######## pc_attacker ########
==> pc_attacker/metal_stack.png <==
Scale bar: 20 um. Two of the layers only.
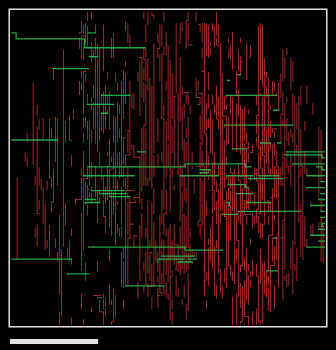

$ cat src/rtl/pc_attacker.sv
// pc_attacker: PC shot engine; picks an untried cell (LFSR seed + linear scan), resolves hit/miss, tracks player HP.
// Ports: clk/reset (sync, active-high); start requests a shot; new_game clears the tried map and HP;
// ship_map is the player's ship bitmap; busy/done/shot_valid/hit/exhausted report the shot;
// shot_row/shot_col hold the last fired cell; hp_player is the remaining player HP.
// Optional macro PC_ATTACK_HUNT_EN: after a hit, probe untried neighbours (up, right, down, left) first.
module pc_attacker #(
  parameter int ROWS = 5,
  parameter int COLS = 5,
  parameter int IDXW = 5,
  parameter logic [2:0] HP_INIT = 3'd5,
  parameter logic [7:0] LFSR_SEED = 8'hA5
) (
  input  logic clk,
  input  logic reset,
  input  logic start,
  input  logic new_game,
  input  logic [ROWS*COLS-1:0] ship_map,
  output logic busy,
  output logic done,
  output logic shot_valid,
  output logic hit,
  output logic exhausted,
  output logic [$clog2(ROWS)-1:0] shot_row,
  output logic [$clog2(COLS)-1:0] shot_col,
  output logic [2:0] hp_player
);
  localparam int N = ROWS*COLS;
  localparam int RW = $clog2(ROWS);
  localparam int CW = $clog2(COLS);
  localparam int PW = IDXW+1;
  localparam logic [PW-1:0] NP = PW'(N);
  localparam logic [IDXW-1:0] LAST = IDXW'(N-1);
  localparam logic [IDXW-1:0] CI = IDXW'(COLS);
  typedef enum logic [1:0] {IDLE, PICK, SCAN, REPORT} state_t;
  state_t state_q, state_d;
  logic [N-1:0] tried_q, tried_d;
  logic [7:0] lfsr_q, lfsr_d;
  logic [IDXW-1:0] cand_q, cand_d, rnd, pick;
  logic [PW-1:0] probe_q, probe_d;
  logic [RW-1:0] row_q, row_d;
  logic [CW-1:0] col_q, col_d;
  logic hit_q, hit_d, valid_q, valid_d, exh_q, exh_d;
  logic [2:0] hp_q, hp_d;
  // out-of-board LFSR values fold onto cell 0
  assign rnd = ({1'b0, lfsr_q[IDXW-1:0]} >= NP) ? '0 : lfsr_q[IDXW-1:0];
  assign lfsr_d = (state_q == PICK) ? {lfsr_q[6:0], lfsr_q[7] ^ lfsr_q[5] ^ lfsr_q[4] ^ lfsr_q[3]} : lfsr_q;
`ifdef PC_ATTACK_HUNT_EN
  logic pend_q, pend_d, fire, u_ok, r_ok, d_ok, l_ok, nb_ok;
  logic [IDXW-1:0] last_q, last_d, up, rt, dn, lf;
  logic [RW-1:0] lr;
  logic [CW-1:0] lc;
  assign lr = RW'(last_q / CI);
  assign lc = CW'(last_q % CI);
  assign up = last_q - CI;
  assign rt = last_q + 1'b1;
  assign dn = last_q + CI;
  assign lf = last_q - 1'b1;
  // board-edge tests guard the tried lookups, so wrapped indices are never selected
  assign u_ok = lr != '0 && !tried_q[up];
  assign r_ok = lc != CW'(COLS-1) && !tried_q[rt];
  assign d_ok = lr != RW'(ROWS-1) && !tried_q[dn];
  assign l_ok = lc != '0 && !tried_q[lf];
  assign nb_ok = pend_q && (u_ok || r_ok || d_ok || l_ok);
  assign pick = !nb_ok ? rnd : u_ok ? up : r_ok ? rt : d_ok ? dn : lf;
  assign fire = state_q == SCAN && probe_q != NP && !tried_q[cand_q];
  always_comb begin
    pend_d = (state_q == PICK) ? nb_ok : pend_q;
    last_d = last_q;
    if (fire && ship_map[cand_q]) begin
      pend_d = 1'b1;
      last_d = cand_q;
    end
    if (new_game) pend_d = 1'b0;
  end
  always_ff @(posedge clk) begin
    if (reset) begin
      pend_q <= 1'b0;
      last_q <= '0;
    end else begin
      pend_q <= pend_d;
      last_q <= last_d;
    end
  end
`else
  assign pick = rnd;
`endif
  always_comb begin
    state_d = state_q;
    tried_d = tried_q;
    cand_d = cand_q;
    probe_d = probe_q;
    row_d = row_q;
    col_d = col_q;
    hp_d = hp_q;
    hit_d = 1'b0;
    valid_d = 1'b0;
    exh_d = 1'b0;
    case (state_q)
      IDLE: state_d = start ? PICK : IDLE;
      PICK: begin
        cand_d = pick;
        probe_d = '0;
        state_d = SCAN;
      end
      SCAN: begin
        if (probe_q == NP) begin
          exh_d = 1'b1;
          state_d = REPORT;
        end else if (!tried_q[cand_q]) begin
          tried_d[cand_q] = 1'b1;
          row_d = RW'(cand_q / CI);
          col_d = CW'(cand_q % CI);
          hit_d = ship_map[cand_q];
          valid_d = 1'b1;
          hp_d = (ship_map[cand_q] && hp_q != 3'd0) ? hp_q - 3'd1 : hp_q;
          state_d = REPORT;
        end else begin
          cand_d = (cand_q == LAST) ? '0 : cand_q + 1'b1;
          probe_d = probe_q + 1'b1;
        end
      end
      default: state_d = IDLE;
    endcase
    if (new_game) begin
      state_d = IDLE;
      tried_d = '0;
      hp_d = HP_INIT;
      row_d = row_q;
      col_d = col_q;
      hit_d = 1'b0;
      valid_d = 1'b0;
      exh_d = 1'b0;
    end
  end
  always_ff @(posedge clk) begin
    if (reset) begin
      state_q <= IDLE;
      tried_q <= '0;
      lfsr_q <= LFSR_SEED;
      cand_q <= '0;
      probe_q <= '0;
      row_q <= '0;
      col_q <= '0;
      hit_q <= 1'b0;
      valid_q <= 1'b0;
      exh_q <= 1'b0;
      hp_q <= HP_INIT;
    end else begin
      state_q <= state_d;
      tried_q <= tried_d;
      lfsr_q <= lfsr_d;
      cand_q <= cand_d;
      probe_q <= probe_d;
      row_q <= row_d;
      col_q <= col_d;
      hit_q <= hit_d;
      valid_q <= valid_d;
      exh_q <= exh_d;
      hp_q <= hp_d;
    end
  end
  assign busy = state_q != IDLE;
  assign done = state_q == REPORT;
  assign shot_valid = valid_q;
  assign hit = hit_q;
  assign exhausted = exh_q;
  assign shot_row = row_q;
  assign shot_col = col_q;
  assign hp_player = hp_q;
endmodule

$ cat config.mk
export PLATFORM = sky130hd
export DESIGN_NAME = pc_attacker
export DESIGN_NICKNAME = d
export VERILOG_FILES = /design/src/rtl/pc_attacker.sv
export SDC_FILE = /design/constraint.sdc
export NUM_CORES = 1
export LEC_CHECK = 0
export CAP_MARGIN = 20
export CORE_UTILIZATION = 65
export DETAILED_ROUTE_END_ITERATION = 10
export DONT_BUFFER_PORTS = 1
export PLACE_DENSITY = 0.82
export RECOVER_POWER = 50
export SLEW_MARGIN = 10
export SYNTH_ARGS = -nofsm -noshare
export SYNTH_HDL_FRONTEND = slang
export SYNTH_SLANG_ARGS = --single-unit
$ cat constraint.sdc
create_clock -name clk -period 5.18 [get_ports clk]
set_input_delay 0.518 -clock clk [delete_from_list [all_inputs] [get_ports clk]]
set_output_delay 0.518 -clock clk [all_outputs]
set_load 0.1 [all_outputs]
######## uart_frame_loader ########
<file path="src/rtl/rs232_pkg.sv">
// rtl/rs232_pkg.sv - shared UART register map, status bits and loader state codes
//
// Purpose : constants shared by the RS232 poller and the UART frame loader.
// Ports   : none (package).
package rs232_pkg;

   localparam logic [4:0] UART_RX_ADDR     = 5'd0;
   localparam logic [4:0] UART_TX_ADDR     = 5'd4;
   localparam logic [4:0] UART_STATUS_ADDR = 5'd8;

   localparam int STATUS_RX_READY_BIT = 7;
   localparam int STATUS_TX_READY_BIT = 6;

   typedef logic [2:0] state_t;

   localparam logic [2:0] S_IDLE     = 3'd0;
   localparam logic [2:0] S_POLL_RX  = 3'd1;
   localparam logic [2:0] S_READ_RX  = 3'd2;
   localparam logic [2:0] S_FB_WRITE = 3'd3;
   localparam logic [2:0] S_POLL_TX  = 3'd4;
   localparam logic [2:0] S_SEND_ACK = 3'd5;
   localparam logic [2:0] S_DONE     = 3'd6;

   // The UART TX register only looks at the low byte; upper bits stay zero.
   function automatic logic [31:0] tx_word(input logic [7:0] b);
      return {24'd0, b};
   endfunction

endpackage

</file>
<file path="src/rtl/uart_avm_master.sv">
// rtl/uart_avm_master.sv - single-outstanding Avalon-MM read/write handshake
//
// Purpose : turns a one-cycle request into an Avalon-MM transfer held until
//           waitrequest is low, then reports completion.
// Ports   : avm_clk, avm_rst (sync, active-low)
//           req/we/addr/wdata - request; sampled only when no transfer is
//                               pending or the pending one completes this cycle
//           done              - current transfer completes this cycle
//           rdata             - low byte of avm_readdata, valid with done
//           avm_*             - Avalon-MM master signals
module uart_avm_master
   import rs232_pkg::*;
(
   input  logic        avm_clk,
   input  logic        avm_rst,
   input  logic        req,
   input  logic        we,
   input  logic [4:0]  addr,
   input  logic [7:0]  wdata,
   output logic        done,
   output logic [7:0]  rdata,
   output logic [4:0]  avm_address,
   output logic        avm_read,
   output logic        avm_write,
   output logic [31:0] avm_writedata,
   input  logic [31:0] avm_readdata,
   input  logic        avm_waitrequest
);

   logic active;
   logic unused_rdata_hi;

   assign active          = avm_read | avm_write;
   assign done            = active & ~avm_waitrequest;
   assign rdata           = avm_readdata[7:0];
   assign unused_rdata_hi = ^avm_readdata[31:8];

   // A new request may follow a completing one on the very next edge, so
   // back-to-back status polls keep avm_read high without a gap.
   always_ff @(posedge avm_clk) begin
      if (!avm_rst) begin
         avm_read      <= 1'b0;
         avm_write     <= 1'b0;
         avm_address   <= UART_STATUS_ADDR;
         avm_writedata <= '0;
      end else if (!active || done) begin
         avm_read  <= req & ~we;
         avm_write <= req & we;
         if (req) begin
            avm_address <= addr;
            if (we) begin
               avm_writedata <= tx_word(wdata);
            end
         end
      end
   end

endmodule

</file>
<file path="src/rtl/uart_frame_loader.sv">
// rtl/uart_frame_loader.sv - loads a grey frame from a UART into a frame buffer
//
// Purpose : on start, polls the UART for IMG_W*IMG_H bytes, writes each into
//           the frame buffer, and sends ACK_BYTE every ACK_EVERY bytes and
//           after the final byte.
// Ports   : avm_clk, avm_rst (sync, active-low), start
//           avm_address/avm_read/avm_write/avm_writedata/avm_readdata/
//           avm_waitrequest - Avalon-MM master to the UART
//           fb_we/fb_addr/fb_data - frame-buffer write port
//           busy, frame_done - status
module uart_frame_loader
   import rs232_pkg::*;
#(
   parameter int         IMG_W     = 640,
   parameter int         IMG_H     = 480,
   parameter int         ACK_EVERY = 64,
   parameter logic [7:0] ACK_BYTE  = 8'h06
) (
   input  logic        avm_clk,
   input  logic        avm_rst,
   input  logic        start,
   output logic [4:0]  avm_address,
   output logic        avm_read,
   output logic        avm_write,
   output logic [31:0] avm_writedata,
   input  logic [31:0] avm_readdata,
   input  logic        avm_waitrequest,
   output logic        fb_we,
   output logic [18:0] fb_addr,
   output logic [7:0]  fb_data,
   output logic        busy,
   output logic        frame_done
);

   localparam int              NPIX      = IMG_W * IMG_H;
   localparam logic [18:0]     LAST_PIX  = 19'(NPIX - 1);
   localparam int              ACK_W     = $clog2(ACK_EVERY + 1);
   localparam logic [ACK_W-1:0] ACK_LIMIT = ACK_W'(ACK_EVERY);

   state_t           state;
   logic [18:0]      pix_cnt;
   logic [ACK_W-1:0] ack_cnt;
   logic [ACK_W-1:0] ack_next;
   logic             last_pix;

   logic             mst_req;
   logic             mst_we;
   logic [4:0]       mst_addr;
   logic [7:0]       mst_wdata;
   logic             mst_done;
   logic [7:0]       mst_rdata;

   assign busy     = (state != S_IDLE);
   assign ack_next = ack_cnt + 1'b1;

   uart_avm_master u_master (
      .avm_clk         (avm_clk),
      .avm_rst         (avm_rst),
      .req             (mst_req),
      .we              (mst_we),
      .addr            (mst_addr),
      .wdata           (mst_wdata),
      .done            (mst_done),
      .rdata           (mst_rdata),
      .avm_address     (avm_address),
      .avm_read        (avm_read),
      .avm_write       (avm_write),
      .avm_writedata   (avm_writedata),
      .avm_readdata    (avm_readdata),
      .avm_waitrequest (avm_waitrequest)
   );

   // Next bus request is chosen in the cycle the current one completes, so
   // it is issued on the same edge the state changes.
   always_comb begin
      mst_req   = 1'b0;
      mst_we    = 1'b0;
      mst_addr  = UART_STATUS_ADDR;
      mst_wdata = ACK_BYTE;
      case (state)
         S_IDLE:     mst_req = start;
         S_POLL_RX: begin
            if (mst_done) begin
               mst_req = 1'b1;
               if (mst_rdata[STATUS_RX_READY_BIT]) begin
                  mst_addr = UART_RX_ADDR;
               end
            end
         end
         S_FB_WRITE: mst_req = 1'b1;
         S_POLL_TX: begin
            if (mst_done) begin
               mst_req = 1'b1;
               if (mst_rdata[STATUS_TX_READY_BIT]) begin
                  mst_we   = 1'b1;
                  mst_addr = UART_TX_ADDR;
               end
            end
         end
         S_SEND_ACK: mst_req = mst_done & ~last_pix;
         default:    mst_req = 1'b0;
      endcase
   end

   always_ff @(posedge avm_clk) begin
      if (!avm_rst) begin
         state      <= S_IDLE;
         pix_cnt    <= '0;
         ack_cnt    <= '0;
         last_pix   <= 1'b0;
         fb_we      <= 1'b0;
         fb_addr    <= '0;
         fb_data    <= '0;
         frame_done <= 1'b0;
      end else begin
         fb_we      <= 1'b0;
         frame_done <= 1'b0;
         case (state)
            S_IDLE: begin
               if (start) begin
                  state    <= S_POLL_RX;
                  pix_cnt  <= '0;
                  ack_cnt  <= '0;
                  last_pix <= 1'b0;
               end
            end
            S_POLL_RX: begin
               if (mst_done && mst_rdata[STATUS_RX_READY_BIT]) begin
                  state <= S_READ_RX;
               end
            end
            S_READ_RX: begin
               if (mst_done) begin
                  fb_we   <= 1'b1;
                  fb_addr <= pix_cnt;
                  fb_data <= mst_rdata;
                  state   <= S_FB_WRITE;
               end
            end
            S_FB_WRITE: begin
               pix_cnt  <= pix_cnt + 19'd1;
               ack_cnt  <= ack_next;
               last_pix <= (pix_cnt == LAST_PIX);
               if (ack_next == ACK_LIMIT || pix_cnt == LAST_PIX) begin
                  state <= S_POLL_TX;
               end else begin
                  state <= S_POLL_RX;
               end
            end
            S_POLL_TX: begin
               if (mst_done && mst_rdata[STATUS_TX_READY_BIT]) begin
                  state <= S_SEND_ACK;
               end
            end
            S_SEND_ACK: begin
               if (mst_done) begin
                  ack_cnt <= '0;
                  if (last_pix) begin
                     state      <= S_DONE;
                     frame_done <= 1'b1;
                  end else begin
                     state <= S_POLL_RX;
                  end
               end
            end
            S_DONE: begin
               state   <= S_IDLE;
               pix_cnt <= '0;
            end
            default: state <= S_IDLE;
         endcase
      end
   end

endmodule

</file>
<file path="config.mk">
export PLATFORM = sky130hd
export DESIGN_NAME = uart_frame_loader
export DESIGN_NICKNAME = d
export VERILOG_FILES = /design/src/rtl/rs232_pkg.sv /design/src/rtl/uart_avm_master.sv /design/src/rtl/uart_frame_loader.sv
export SDC_FILE = /design/constraint.sdc
export NUM_CORES = 1
export LEC_CHECK = 0
export CAP_MARGIN = 5
export CORE_MARGIN = 2
export CORE_UTILIZATION = 35
export CTS_CLUSTER_DIAMETER = 50
export DETAILED_ROUTE_END_ITERATION = 16
export SLEW_MARGIN = 0
export SYNTH_ARGS = -nofsm -noshare
export SYNTH_HDL_FRONTEND = slang
export SYNTH_SLANG_ARGS = --single-unit
</file>
<file path="constraint.sdc">
create_clock -name avm_clk -period 2.1 [get_ports avm_clk]
set_input_delay 0.21 -clock avm_clk [delete_from_list [all_inputs] [get_ports avm_clk]]
set_output_delay 0.21 -clock avm_clk [all_outputs]
set_load 0.02 [all_outputs]
</file>
######## uart_cmd_sequencer ########
==> src/rtl/uart_cmd_sequencer.sv <==
`default_nettype none
// ============================================================================
// Module   : uart_cmd_sequencer
// Purpose  : Decodes UART command bytes to start/stop streaming or to load
//            N_REGS threshold registers MSB-first, with per-byte timeout,
//            error, overrun and configuration-done reporting.
// Revision : 1.0 - initial release
// ============================================================================
module uart_cmd_sequencer #(
    parameter int unsigned N_REGS         = 2,
    parameter int unsigned BYTES_PER_REG  = 2,
    parameter logic [7:0]  CODE_SEND      = 8'h00,
    parameter logic [7:0]  CODE_REG       = 8'h01,
    parameter logic [7:0]  CODE_STOP      = 8'h02,
    parameter int unsigned TIMEOUT_CYCLES = 1000000,
    localparam int unsigned c_byte_w      = (BYTES_PER_REG > 1) ? $clog2(BYTES_PER_REG) : 1,
    localparam int unsigned c_reg_w       = (N_REGS > 1) ? $clog2(N_REGS) : 1,
    localparam int unsigned c_tmr_w       = (TIMEOUT_CYCLES > 0) ? $clog2(TIMEOUT_CYCLES + 1) : 1
) (
    input  logic                clk,
    input  logic                reset,
    input  logic [7:0]          rx_data,
    input  logic                rx_ready,
    output logic                en_send,
    output logic                en_stop,
    output logic [N_REGS-1:0]   reg_wr_en,
    output logic [c_byte_w-1:0] reg_wr_byte,
    output logic [7:0]          reg_wr_data,
    output logic                cfg_done,
    output logic                cmd_error,
    output logic                rx_overrun,
    output logic                busy
);

    localparam logic [c_byte_w-1:0] c_byte_msb = c_byte_w'(BYTES_PER_REG - 1);
    localparam logic [c_reg_w-1:0]  c_reg_last = c_reg_w'(N_REGS - 1);
    localparam logic [N_REGS-1:0]   c_wen_base = N_REGS'(1);
    localparam bit                  c_tmo_en   = (TIMEOUT_CYCLES != 0);
    localparam logic [c_tmr_w-1:0]  c_tmo_last = c_tmr_w'((TIMEOUT_CYCLES > 0) ? (TIMEOUT_CYCLES - 1) : 0);

    typedef enum logic [2:0] {
        S_IDLE   = 3'd0,
        S_DECODE = 3'd1,
        S_SEND   = 3'd2,
        S_STOP   = 3'd3,
        S_WAIT   = 3'd4,
        S_STORE  = 3'd5,
        S_DONE   = 3'd6,
        S_ERR    = 3'd7
    } state_t;

    state_t              r_state;
    logic [7:0]          r_cmd;
    logic [c_reg_w-1:0]  r_reg_idx;
    logic [c_byte_w-1:0] r_byte_idx;
    logic [c_tmr_w-1:0]  r_timer;

    // All outputs are set on the edge that enters their state, so each one
    // is high for exactly the cycle the FSM spends in that state.
    always_ff @(posedge clk) begin
        if (reset) begin
            r_state     <= S_IDLE;
            r_cmd       <= 8'h00;
            r_reg_idx   <= '0;
            r_byte_idx  <= c_byte_msb;
            r_timer     <= '0;
            en_send     <= 1'b0;
            en_stop     <= 1'b0;
            reg_wr_en   <= '0;
            reg_wr_byte <= '0;
            reg_wr_data <= 8'h00;
            cfg_done    <= 1'b0;
            cmd_error   <= 1'b0;
            rx_overrun  <= 1'b0;
            busy        <= 1'b0;
        end else begin
            en_send     <= 1'b0;
            en_stop     <= 1'b0;
            reg_wr_en   <= '0;
            reg_wr_byte <= '0;
            reg_wr_data <= 8'h00;
            cfg_done    <= 1'b0;
            cmd_error   <= 1'b0;
            // Only IDLE and WAIT consume bytes; anywhere else the byte is lost.
            rx_overrun  <= rx_ready && (r_state != S_IDLE) && (r_state != S_WAIT);

            case (r_state)
                S_IDLE: begin
                    if (rx_ready) begin
                        r_cmd   <= rx_data;
                        r_state <= S_DECODE;
                        busy    <= 1'b1;
                    end else begin
                        busy    <= 1'b0;
                    end
                end

                S_DECODE: begin
                    busy <= 1'b1;
                    if (r_cmd == CODE_SEND) begin
                        r_state <= S_SEND;
                        en_send <= 1'b1;
                    end else if (r_cmd == CODE_STOP) begin
                        r_state <= S_STOP;
                        en_stop <= 1'b1;
                    end else if (r_cmd == CODE_REG) begin
                        r_state <= S_WAIT;
                        r_timer <= '0;
                    end else begin
                        r_state   <= S_ERR;
                        cmd_error <= 1'b1;
                    end
                end

                S_SEND, S_STOP: begin
                    r_state <= S_IDLE;
                    busy    <= 1'b0;
                end

                S_WAIT: begin
                    busy <= 1'b1;
                    if (rx_ready) begin
                        r_state     <= S_STORE;
                        reg_wr_en   <= c_wen_base << r_reg_idx;
                        reg_wr_byte <= r_byte_idx;
                        reg_wr_data <= rx_data;
                    end else if (c_tmo_en && (r_timer == c_tmo_last)) begin
                        r_state   <= S_ERR;
                        cmd_error <= 1'b1;
                    end else if (c_tmo_en) begin
                        r_timer <= r_timer + c_tmr_w'(1);
                    end
                end

                S_STORE: begin
                    busy    <= 1'b1;
                    r_timer <= '0;
                    if (r_byte_idx == '0) begin
                        if (r_reg_idx == c_reg_last) begin
                            r_state  <= S_DONE;
                            cfg_done <= 1'b1;
                        end else begin
                            r_reg_idx  <= r_reg_idx + c_reg_w'(1);
                            r_byte_idx <= c_byte_msb;
                            r_state    <= S_WAIT;
                        end
                    end else begin
                        r_byte_idx <= r_byte_idx - c_byte_w'(1);
                        r_state    <= S_WAIT;
                    end
                end

                S_DONE: begin
                    r_state    <= S_IDLE;
                    busy       <= 1'b0;
                    r_reg_idx  <= '0;
                    r_byte_idx <= c_byte_msb;
                end

                S_ERR: begin
                    r_state    <= S_IDLE;
                    busy       <= 1'b0;
                    r_reg_idx  <= '0;
                    r_byte_idx <= c_byte_msb;
                    r_timer    <= '0;
                end

                default: begin
                    r_state <= S_IDLE;
                    busy    <= 1'b0;
                end
            endcase
        end
    end

endmodule
`default_nettype wire

==> config.mk <==
export PLATFORM = sky130hd
export DESIGN_NAME = uart_cmd_sequencer
export DESIGN_NICKNAME = d
export VERILOG_FILES = /design/src/rtl/uart_cmd_sequencer.sv
export SDC_FILE = /design/constraint.sdc
export NUM_CORES = 1
export LEC_CHECK = 0
export CORE_UTILIZATION = 49
export DETAILED_ROUTE_END_ITERATION = 10
export GPL_TIMING_DRIVEN = 0
export PLACE_DENSITY = 0.8
export SYNTH_ARGS = -nofsm -noshare
export SYNTH_HDL_FRONTEND = slang
export SYNTH_SLANG_ARGS = --single-unit
==> constraint.sdc <==
create_clock -name clk -period 1.85 [get_ports clk]
set_input_delay 0.2775 -clock clk [delete_from_list [all_inputs] [get_ports clk]]
set_output_delay 0.2775 -clock clk [all_outputs]
set_load 0.02 [all_outputs]
######## axi4_lite_dma_copy ########
**src/rtl/axi4_lite_dma_copy.sv**
```systemverilog
// Single-channel AXI4-Lite memory-to-memory copy engine.
// Copies one word at a time (AR/R, then AW/W/B) using word addressing.
module axi4_lite_dma_copy #(
  parameter int DATA_WIDTH = 32,
  parameter int ADDR_WIDTH = 10,
  parameter int LEN_WIDTH  = 11
) (
  input  logic                    ACLK,
  input  logic                    ARESETN,
  input  logic                    cmd_start,
  input  logic [ADDR_WIDTH-1:0]   cmd_src,
  input  logic [ADDR_WIDTH-1:0]   cmd_dst,
  input  logic [LEN_WIDTH-1:0]    cmd_len,
  output logic                    busy,
  output logic                    done,
  output logic                    error,
  output logic [LEN_WIDTH-1:0]    xfer_count,
  output logic [ADDR_WIDTH-1:0]   ARADDR,
  output logic                    ARVALID,
  input  logic                    ARREADY,
  input  logic [DATA_WIDTH-1:0]   RDATA,
  input  logic [1:0]              RRESP,
  input  logic                    RVALID,
  output logic                    RREADY,
  output logic [ADDR_WIDTH-1:0]   AWADDR,
  output logic                    AWVALID,
  input  logic                    AWREADY,
  output logic [DATA_WIDTH-1:0]   WDATA,
  output logic [DATA_WIDTH/8-1:0] WSTRB,
  output logic                    WVALID,
  input  logic                    WREADY,
  input  logic [1:0]              BRESP,
  input  logic                    BVALID,
  output logic                    BREADY
);

  typedef enum logic [2:0] {IDLE, RD_A, RD_D, WR_A, WR_B, DONE} state_t;

  state_t                  state_q, state_d;
  logic [ADDR_WIDTH-1:0]   src_q, src_d, dst_q, dst_d;
  logic [LEN_WIDTH-1:0]    len_q, len_d, cnt_q, cnt_d, cnt_inc;
  logic [DATA_WIDTH-1:0]   data_q, data_d;
  logic                    error_q, error_d;
  logic                    aw_done_q, aw_done_d, w_done_q, w_done_d;
  logic                    aw_hs, w_hs;

  always_ff @(posedge ACLK) begin
    if (!ARESETN) begin
      state_q   <= IDLE;
      src_q     <= '0;
      dst_q     <= '0;
      len_q     <= '0;
      cnt_q     <= '0;
      data_q    <= '0;
      error_q   <= 1'b0;
      aw_done_q <= 1'b0;
      w_done_q  <= 1'b0;
    end else begin
      state_q   <= state_d;
      src_q     <= src_d;
      dst_q     <= dst_d;
      len_q     <= len_d;
      cnt_q     <= cnt_d;
      data_q    <= data_d;
      error_q   <= error_d;
      aw_done_q <= aw_done_d;
      w_done_q  <= w_done_d;
    end
  end

  // AW and W complete independently; each VALID stays down once its handshake is done.
  assign aw_hs   = AWVALID && AWREADY;
  assign w_hs    = WVALID && WREADY;
  assign cnt_inc = cnt_q + 1'b1;

  always_comb begin
    state_d   = state_q;
    src_d     = src_q;
    dst_d     = dst_q;
    len_d     = len_q;
    cnt_d     = cnt_q;
    data_d    = data_q;
    error_d   = error_q;
    aw_done_d = aw_done_q;
    w_done_d  = w_done_q;
    unique case (state_q)
      IDLE: begin
        if (cmd_start) begin
          src_d   = cmd_src;
          dst_d   = cmd_dst;
          len_d   = cmd_len;
          cnt_d   = '0;
          error_d = 1'b0;
          state_d = (cmd_len == '0) ? DONE : RD_A;
        end
      end
      RD_A: begin
        if (ARREADY) state_d = RD_D;
      end
      RD_D: begin
        if (RVALID) begin
          data_d = RDATA;
          if (RRESP != 2'b00) begin
            error_d = 1'b1;
            state_d = DONE;
          end else begin
            aw_done_d = 1'b0;
            w_done_d  = 1'b0;
            state_d   = WR_A;
          end
        end
      end
      WR_A: begin
        if (aw_hs) aw_done_d = 1'b1;
        if (w_hs)  w_done_d  = 1'b1;
        if ((aw_done_q || aw_hs) && (w_done_q || w_hs)) state_d = WR_B;
      end
      WR_B: begin
        if (BVALID) begin
          cnt_d = cnt_inc;
          src_d = src_q + 1'b1;
          dst_d = dst_q + 1'b1;
          if (BRESP != 2'b00) begin
            error_d = 1'b1;
            state_d = DONE;
          end else if (cnt_inc == len_q) begin
            state_d = DONE;
          end else begin
            state_d = RD_A;
          end
        end
      end
      DONE:    state_d = IDLE;
      default: state_d = IDLE;
    endcase
  end

  assign ARVALID    = (state_q == RD_A);
  assign RREADY     = (state_q == RD_D);
  assign AWVALID    = (state_q == WR_A) && !aw_done_q;
  assign WVALID     = (state_q == WR_A) && !w_done_q;
  assign BREADY     = (state_q == WR_B);
  assign busy       = (state_q != IDLE);
  assign done       = (state_q == DONE);
  assign error      = error_q;
  assign xfer_count = cnt_q;
  assign ARADDR     = src_q;
  assign AWADDR     = dst_q;
  assign WDATA      = data_q;
  assign WSTRB      = '1;

endmodule

```
**config.mk**
```make
export PLATFORM = sky130hd
export DESIGN_NAME = axi4_lite_dma_copy
export DESIGN_NICKNAME = d
export VERILOG_FILES = /design/src/rtl/axi4_lite_dma_copy.sv
export SDC_FILE = /design/constraint.sdc
export NUM_CORES = 1
export LEC_CHECK = 0
export CAP_MARGIN = 20
export CORE_ASPECT_RATIO = 0.5
export CORE_UTILIZATION = 44
export DETAILED_ROUTE_END_ITERATION = 6
export GPL_TIMING_DRIVEN = 1
export PLACE_DENSITY_LB_ADDON = 0.15
export SLEW_MARGIN = 25
export SYNTH_ARGS = -nofsm -noshare
export SYNTH_HDL_FRONTEND = slang
export SYNTH_SLANG_ARGS = --single-unit
```
**constraint.sdc**
```tcl
create_clock -name ACLK -period 2.55 [get_ports ACLK]
set_clock_uncertainty 0.1 [all_clocks]
set_input_delay 0.51 -clock ACLK [delete_from_list [all_inputs] [get_ports ACLK]]
set_output_delay 0.51 -clock ACLK [all_outputs]
set_load 0.05 [all_outputs]
```
==> axi4_lite_dma_copy/metal_stack.png <==
Scale bar: 50 um. Two of the layers only.
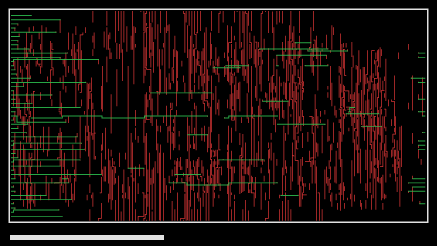
[green] met3 | wire length: 800 um
[red] met2 | wire length: 5340 um
Routed WL per cell: 14.2 um
via count: 4100

==> flow_metrics.py, axi4_lite_dma_copy <==
# Metrics from the implementation run
metrics = {
    "sta": {
        "worst-slew-pin-transition_ps": 537,
        "post-route-period-util_pct": 91.5,
        "finalSetupViolations": 0,
        "finalHoldViolations": 0,
        "setup_tns_ps": 0,
    },
    "clock_tree": {
        "root_buffer": "clkbuf_16",
        "clk_latency_ps": 340,
        "hold_buffers": 0,
        "cts_resized": 0,
        "htreeDepth": 3,
    },
    "grt": {
        "overflow": 0,
        "met1_usage_pct": 28.9,
    },
    "run_status": {
        "status": "complete, no violations",
    },
    "synthesis": {
        "ys_sh_mux_pct": 2.55,
        "top_logic_kind": "simple AND/OR/NAND/NOR gates",
        "synth_top_area_share_pct": 40.8,
        "yosysTopAreaCell": "dfxtp_1",
        "aoi_share_pct": 19.6,
        "ys_seq_share_pct": 40.8,
    },
    "pwr": {
        "p_switching_uw": 1200,
        "top_power_group": "registers",
        "clkPwrFrac_pct": 36.6,
    },
    "routing": {
        "routed.top_layer": "met4",
        "drt_iter0_drc": 234,
        "wl_met2_um": 5340,
        "via_per_inst": 5.28,
    },
    "setup_path": {
        "slowest_stage": "clkdlybuf4s50_1",
        "crit_end": "xfer_count[2]",
        "critPathKind": "flop to output port",
        "cpPeakStageDelay_ps": 870,
    },
    "floorplanning": {
        "core-area_sq_um": 8320,
    },
    "place": {
        "place_hpwl_um": 7910,
    },
    "finish": {
        "final_layout_top_logic_cell": "clkdlybuf4s50_1",
    },
}
[axi4_lite_dma_copy: registers in the layout, indices dropped and copies added, names as in the netlist]
signal / count
ARADDR: 10
AWADDR: 10
WDATA: 32
aw_done_q: 1
error: 1
len_q: 11
state_q: 3
w_done_q: 1
xfer_count: 11
[axi4_lite_dma_copy: per-stage QoR]
step / instances / total power, uW / setup WS (ps) / hold WS, ps / instance area [sq um]
finish: 777 / 3800 / 217 / 352 / 5820
global route: 777 / 3960 / 146 / 379 / 5820
CTS: 777 / 3830 / 218 / 354 / 5820
detailed placement: 761 / 2430 / 336 / 346 / 5500
global placement: 761 / 2420 / 390 / 340 / 5500
floorplan: 530 / 2050 / 225 / 348 / 3930
[axi4_lite_dma_copy: area by class of cell]
type | count | area share (%)
multi-input combinational | 400 | 36.1
sequential | 80 | 27.5
inverter | 10 | 0.645
timing repair buffer | 159 | 27.7
clock buffer | 10 | 3.94
clock inverter | 6 | 1.59
tap | 112 | 2.41
[axi4_lite_dma_copy: cells by family after synthesis]
group	after synthesis
xor+xnor	20
flops	80
simple gates	229
other cells	1
mux	10
compound gates	134
fa+ha+maj	3
buf+inv	50
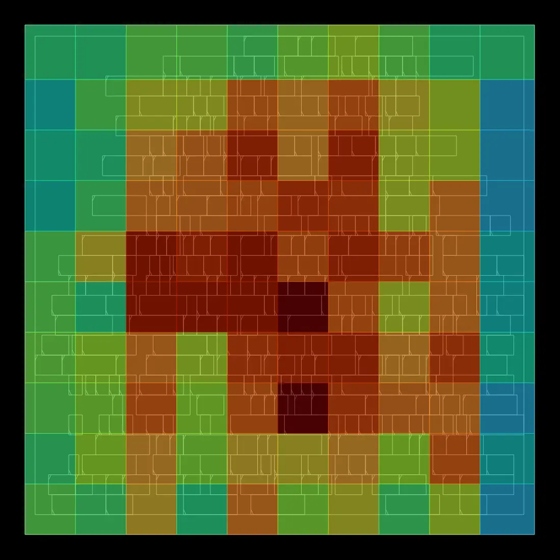
(uart_cmd_sequencer/final_congestion.png)
met2 Use GR: 40.0%
GRT Max-Usage Layer: met2
all-layer global routing usage: 25.9%
met1 Usage GRT: 33.3%
Final Util: 68.4%

==> uart_cmd_sequencer/registers.png <==
Scale bar: 20 um. Other sequential cells in the stronger grey, the rest of the logic in the fainter grey.
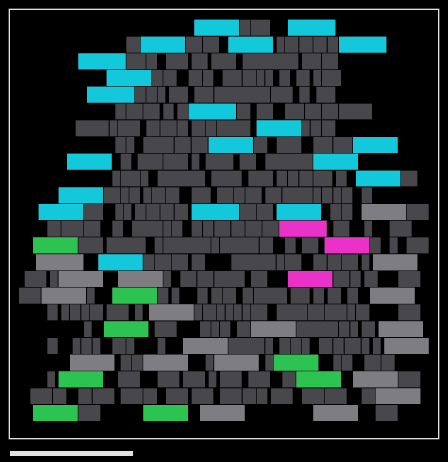
[green] `reg_wr_data` | flops: 8
[cyan] `r_timer` | flops: 20
[magenta] `r_state` | flops: 3
Seq area share: 33.9%
Seq. cell area: 1010 sq um
sequential logic power: 1220 uW

==> flow_metrics.py, uart_cmd_sequencer <==
# Metrics from the implementation run
metrics = {
    "routing": {
        "drt-total-wl_um": 6710,
        "via_per_inst": 6.42,
        "routed.top_layer": "met4",
        "drc": 0,
    },
    "min_path": {
        "whs_path_depth": 3,
    },
    "run_status": {
        "violations": "setup timing",
        "status": "finished, violations left",
    },
    "clock_tree": {
        "cts_tree": "done",
    },
    "synthesis": {
        "synthArstFlopShare_pct": 0,
        "aoi_share_pct": 19.0,
        "ys_sh_xor_pct": 0,
        "flop_cell": "dfxtp_1",
        "top_cells_by_count": "50 x dfxtp_1, 32 x nand2_1, 21 x a21oi_1, 19 x nor2_1, 18 x o21ai_0",
    },
    "floorplanning": {
        "ios": 28,
        "fp_util_pct": 51.3,
        "dieHeight_um": 69.5,
    },
    "setup_path": {
        "path_cells": "or4_4, nor3_4, o22ai_4, or3_4, a221oi_2",
    },
    "finish": {
        "lay_top_cells": "42 x dfxtp_1, 31 x nand2_1, 26 x clkdlybuf4s50_1",
        "nFlopsAndLatches": 50,
        "syn_to_final_growth_pct": 33.4,
        "comb_cells": 196,
    },
    "sta": {
        "setup_ws_ps": -89.5,
        "finClkSkew_ps": 5.45,
        "finalSetupViolations": 2,
    },
    "place": {
        "pre_cts_ws_ps": -566,
        "placed_cell_area_sq_um": 2560,
    },
    "pwr": {
        "p_switching_uw": 921,
    },
}
-- uart_cmd_sequencer: repair_timing --
| action | 4_1_cts | 5_1_grt |
|---|---|---|
| setup endpoints to repair | 33 | 23 |
| endpoints found under the hold margin | 0 | 0 |
| pin swaps | 6 | 11 |
| gates cloned | 0 | 0 |
| gates resized | 23 | 40 |
| buffers inserted | 12 | 5 |
-- uart_cmd_sequencer: stage by stage --
step | hold WS, ps | utilization, %
2_1_floorplan | 399 | -
3_3_place_gp | 445 | 58.8
3_5_place_dp | 453 | 58.8
4_1_cts | 406 | 64.6
5_1_grt | 464 | 68.4
6_report | 459 | 68.4
-- uart_cmd_sequencer: sequential cells by signal, indices dropped and copies added (netlist names) --
name and count:
r_cmd 8, en_stop 1, busy 1, reg_wr_byte 1, reg_wr_en 2, cfg_done 1
en_send 1, reg_wr_data 8, r_reg_idx 1, r_byte_idx 1, rx_overrun 1, cmd_error 1
r_state 3, r_timer 20
-- uart_cmd_sequencer: critical path: cells and delay by family (launching register included) --
family | cells | cell delay (ps)
DFF | 1 | 330
and+or+nand+nor | 3 | 1150
AOI/OAI and AO/OA | 2 | 370
==> uart_frame_loader/final_congestion.png <==
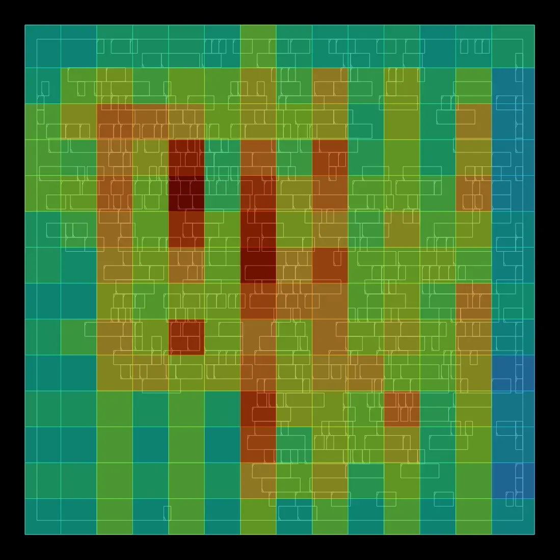
met1 Usage GRT: 17.5%
Routed WL per cell: 12.2 um
met2 Use GR: 24.6%
all-layer global routing usage: 14.6%
M3 GR Usage: 3.87%

==> flow_metrics.py, uart_frame_loader <==
# Metrics from the implementation run
metrics = {
    "setup_path": {
        "cpPeakStageDelay_ps": 550,
        "crit_family": "buffers and inverters",
        "cp.arrival_ps": 1790,
        "worst-path-buf-inv": 2,
        "worstRegToRegCells": 5,
        "critPathKind": "flop to output port",
        "slowest_stage": "clkdlybuf4s50_1",
        "crit_end": "busy",
    },
    "finish": {
        "seq_share_pct": 33.5,
        "flop_area_sq_um": 1280,
        "buffers": 62,
    },
    "pwr": {
        "report.power.total_uw": 2650,
        "powerDensity_nw_per_um2": 692,
        "pwr-share-seq_pct": 46.5,
        "p_int_uw": 2030,
        "combPwrFrac_pct": 8.5,
        "p_switching_uw": 622,
    },
    "min_path": {
        "min_path_type": "primary input to flop",
        "hold_end": "fb_data[1]$_SDFFE_PN0P_",
    },
    "routing": {
        "m1WireLength_um": 3110,
        "via_per_inst": 4.79,
    },
    "run_status": {
        "status": "complete, no violations",
    },
    "synthesis": {
        "yosysTopAreaCell": "dfxtp_1",
        "yosysMostFrequentCell": "nand2_1",
        "ys_types": 54,
        "synth_top_area_share_pct": 41.5,
        "top_cells_by_count": "65 x nand2_1, 64 x dfxtp_1, 45 x nor2_1, 35 x a21oi_1, 34 x buf_4",
        "ys_area_sq_um": 3090,
        "synthArstFlopShare_pct": 0,
    },
    "floorplanning": {
        "chip_area_sq_um": 9590,
        "core-area_sq_um": 8640,
    },
    "sta": {
        "post-route-period-util_pct": 95.5,
    },
    "clock_tree": {
        "cts.clk_slew.worst_paths_ps": 70,
        "hold_buffers": 0,
        "cts_buffers": 9,
    },
    "grt": {
        "grt_pass1_wl_um": 11400,
        "grt_max_degree": 35,
        "antenna_found_initial": 0,
    },
}
uart_frame_loader: what timing repair did:
item                                    CTS  global route
endpoints found under the hold margin     0             0
endpoints found under the setup margin    1             0
resized                                   1             0
uart_frame_loader: metrics by stage:
stage	area, sq um	hold slack [ps]	instances	util (%)	setup slack, ps
floorplan	3210	346	408	-	482
global placement	3610	442	526	41.8	258
detailed placement	3610	447	526	41.8	251
CTS	3830	395	541	44.3	74.7
global route	3830	423	541	44.3	32.1
finish	3830	405	541	44.3	95.0
uart_frame_loader: worst register-to-register path: cells and delay by family (launching register included):
family	cells	cell delay, ps
AND-OR/OR-AND	1	560
XOR/XNOR	1	170
AND/OR/NAND/NOR	3	450
flip-flops	1	500
uart_frame_loader: kinds of logic (layout without fill, tap and decap cells):
| logic type | after synthesis | in the layout | synth area share (%) |
|---|---|---|---|
| buf+inv | 55 | 80 | 11.1 |
| fa+ha+maj | 2 | 2 | 0.810 |
| flops | 64 | 64 | 41.5 |
| simple gates | 164 | 164 | 26.3 |
| compound gates | 67 | 67 | 13.5 |
| other cells | 1 | 33 | 0.121 |
| xor+xnor | 19 | 19 | 5.39 |
| mux | 4 | 4 | 1.34 |
==> pc_attacker/density.png <==
The die is cut into 7 by 7 equal tiles; black is low, pale yellow is high, 0 to 100% covered.
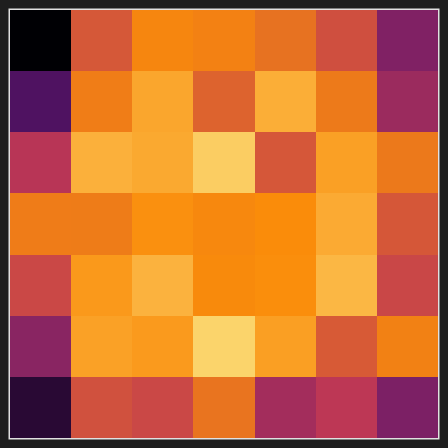
nearly empty tiles: 2.0%
mean over tiles: 64%
fullest tile: 91%
core area: 4720 sq um
Core Util at FP: 67.8%
Final Util: 72.3%

==> pc_attacker/registers.png <==
Scale bar: 20 um. Other sequential cells in the stronger grey, the rest of the logic in the fainter grey.
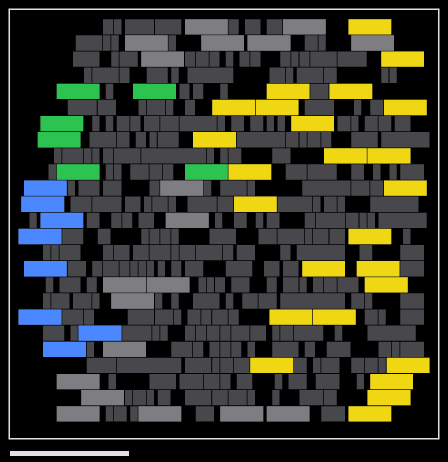
[green] `probe_q` | flops: 6
[yellow] `tried_q` | flops: 25
[blue] `lfsr_q` | flops: 8 | where: left middle
not coloured: 19
Seq area share: 34.0%
sequential logic power: 475 uW
Seq. cell area: 1160 sq um

About pc_attacker/metal_stack.png:
[green] met3 | wire length: 379 um
[red] met2 | wire length: 3520 um
via count: 2615
all-layer global routing usage: 29.3%

==> flow_metrics.py, pc_attacker <==
# Metrics from the implementation run
metrics = {
    "routing": {
        "drc": 0,
        "via_per_inst": 6.27,
    },
    "synthesis": {
        "edf_count": 0,
        "top_logic_kind": "simple AND/OR/NAND/NOR gates",
        "simple_gate_area_share_pct": 18.8,
        "synthAdderAreaFrac_pct": 7.03,
    },
    "setup_path": {
        "cp.arrival_ps": 4410,
    },
    "finish": {
        "fill_cells": 358,
    },
    "clock_tree": {
        "cts_tree": "done",
        "root_buffer": "clkbuf_8",
    },
    "pwr": {
        "clkPwrFrac_pct": 45.2,
        "swShare_pct": 26.1,
    },
    "grt": {
        "antenna_found_initial": 0,
    },
    "place": {
        "dp.cells": 401,
    },
    "floorplanning": {
        "num_rows": 25,
    },
    "sta": {
        "finClkSkew_ps": 8.35,
    },
    "run_status": {
        "status": "complete, no violations",
    },
}
[pc_attacker: metal layers]
layer	share of wire (%)	wire length (um)	up-vias
met1	43	3050	1241
met5	0	0	-
met2	49	3520	95
li1	-	-	1264
met3	5.3	379	15
met4	2.6	188	0
[pc_attacker: per-stage QoR]
stage                     area (sq um)  power [uW]  hold WS (ps)  util, %
final                             3410        1170           231     72.3
after global routing              3410        1210           217     72.3
after CTS                         3450        1170           225     73.0
after detailed placement          3190         647           454     67.6
after global placement            3190         642           441     67.6
after floorplan                   3200         617           432        -
[pc_attacker: worst paths after layout]
check	start	endpoint	slack, ps
max	cand_q[1]$_SDFFE_PP0P_	hp_player[1]$_SDFFE_PP0P_	1020
min	reset	shot_row[2]$_SDFFE_PP0P_	230
max reg2reg	cand_q[1]$_SDFFE_PP0P_	hp_player[1]$_SDFFE_PP0P_	1020
min reg2reg	tried_q[23]$_SDFFE_PP0P_	tried_q[23]$_SDFFE_PP0P_	470
[pc_attacker: critical path, stage by stage (launching register included)]
cell and delay [ps]:
dfxtp_1 330, clkbuf_1 1060, mux4_2 650, a22oi_1 260, nand4b_1 290, nor3_1 220
clkbuf_1 830, nand4b_1 170, and3_1 230

==> gallery <==
Placement by cell class.
panel A
Scale bar: 20 um. Fill, decap, tap and diode cells in grey.
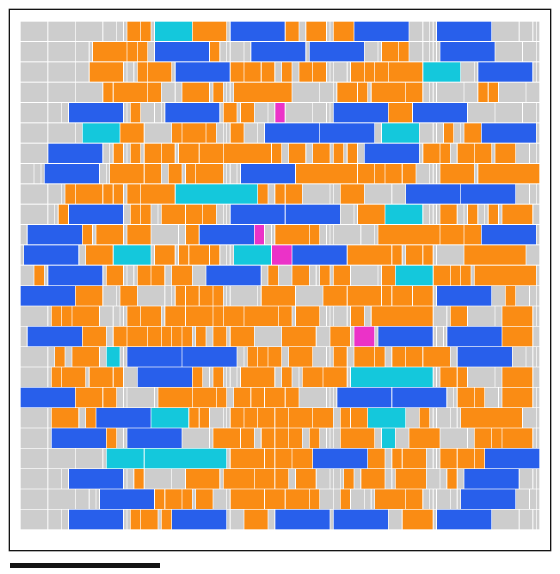
panel B
Scale bar: 20 um. Fill, decap, tap and diode cells in grey.
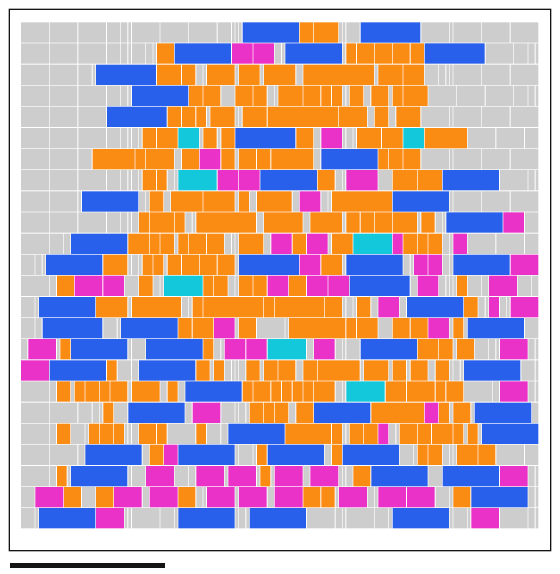
panel C
Scale bar: 20 um. Fill, decap, tap and diode cells in grey.
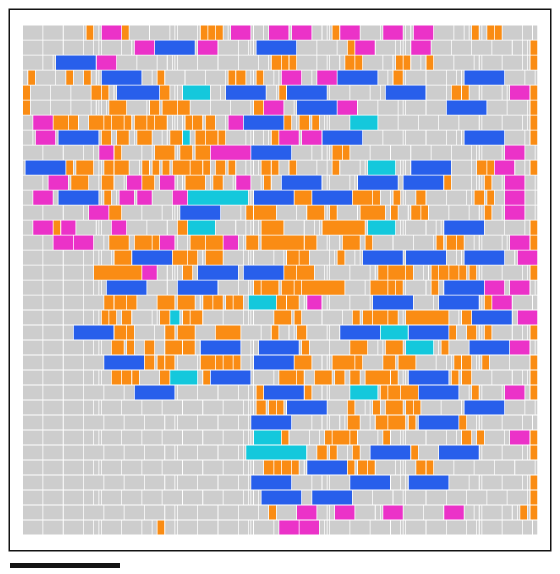
panel D
Scale bar: 50 um. Fill, decap, tap and diode cells in grey.
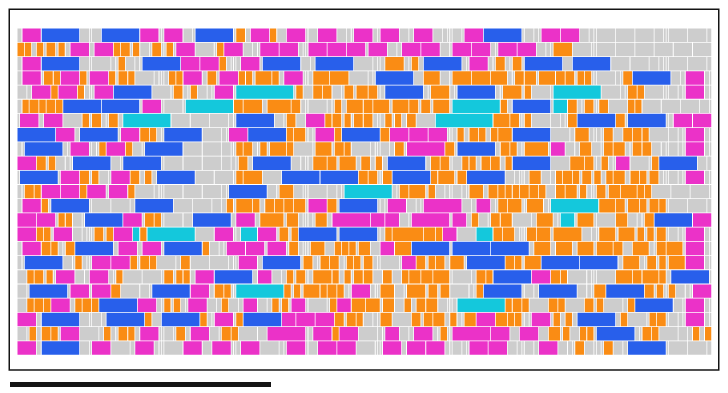
- pc_attacker = panel A
- uart_frame_loader = panel C
- axi4_lite_dma_copy = panel D
- uart_cmd_sequencer = panel B

Key to panel A:
[orange] all other logic | cells: 272
[magenta] other buffers and delay cells | cells: 4
[blue] flip-flops | cells: 58
[cyan] clock drivers and dummy loads | cells: 16



==> gallery <==
Local utilization.
image #1
The die is cut into 7 by 7 equal tiles; black is low, pale yellow is high, 0 to 100% covered.
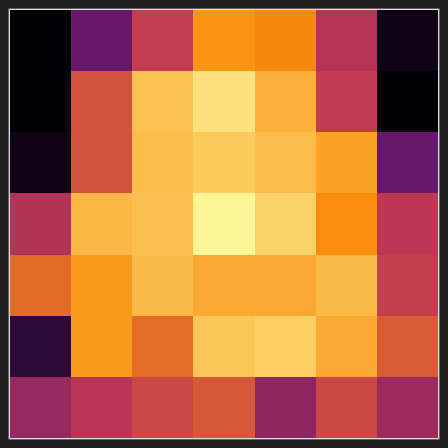
image #2
The die is cut into 14 by 7 equal tiles; black is low, pale yellow is high, 0 to 100% covered.
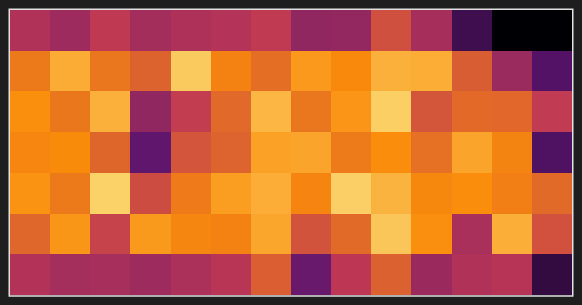
image #3
The die is cut into 10 by 10 equal tiles; black is low, pale yellow is high, 0 to 100% covered.
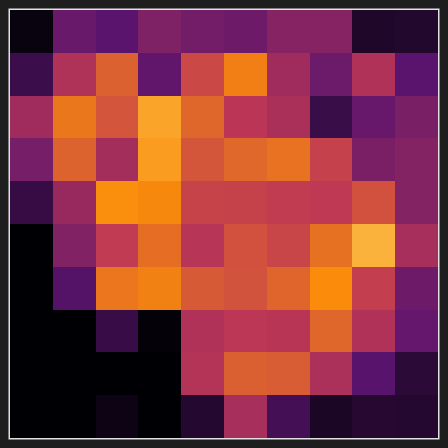
| from | picture |
|---|---|
| uart_cmd_sequencer | image #1 |
| uart_frame_loader | image #3 |
| axi4_lite_dma_copy | image #2 |
The one with the lowest utilization is image #3.

Power figures rest on the tool's default switching activity, not on a simulated workload.
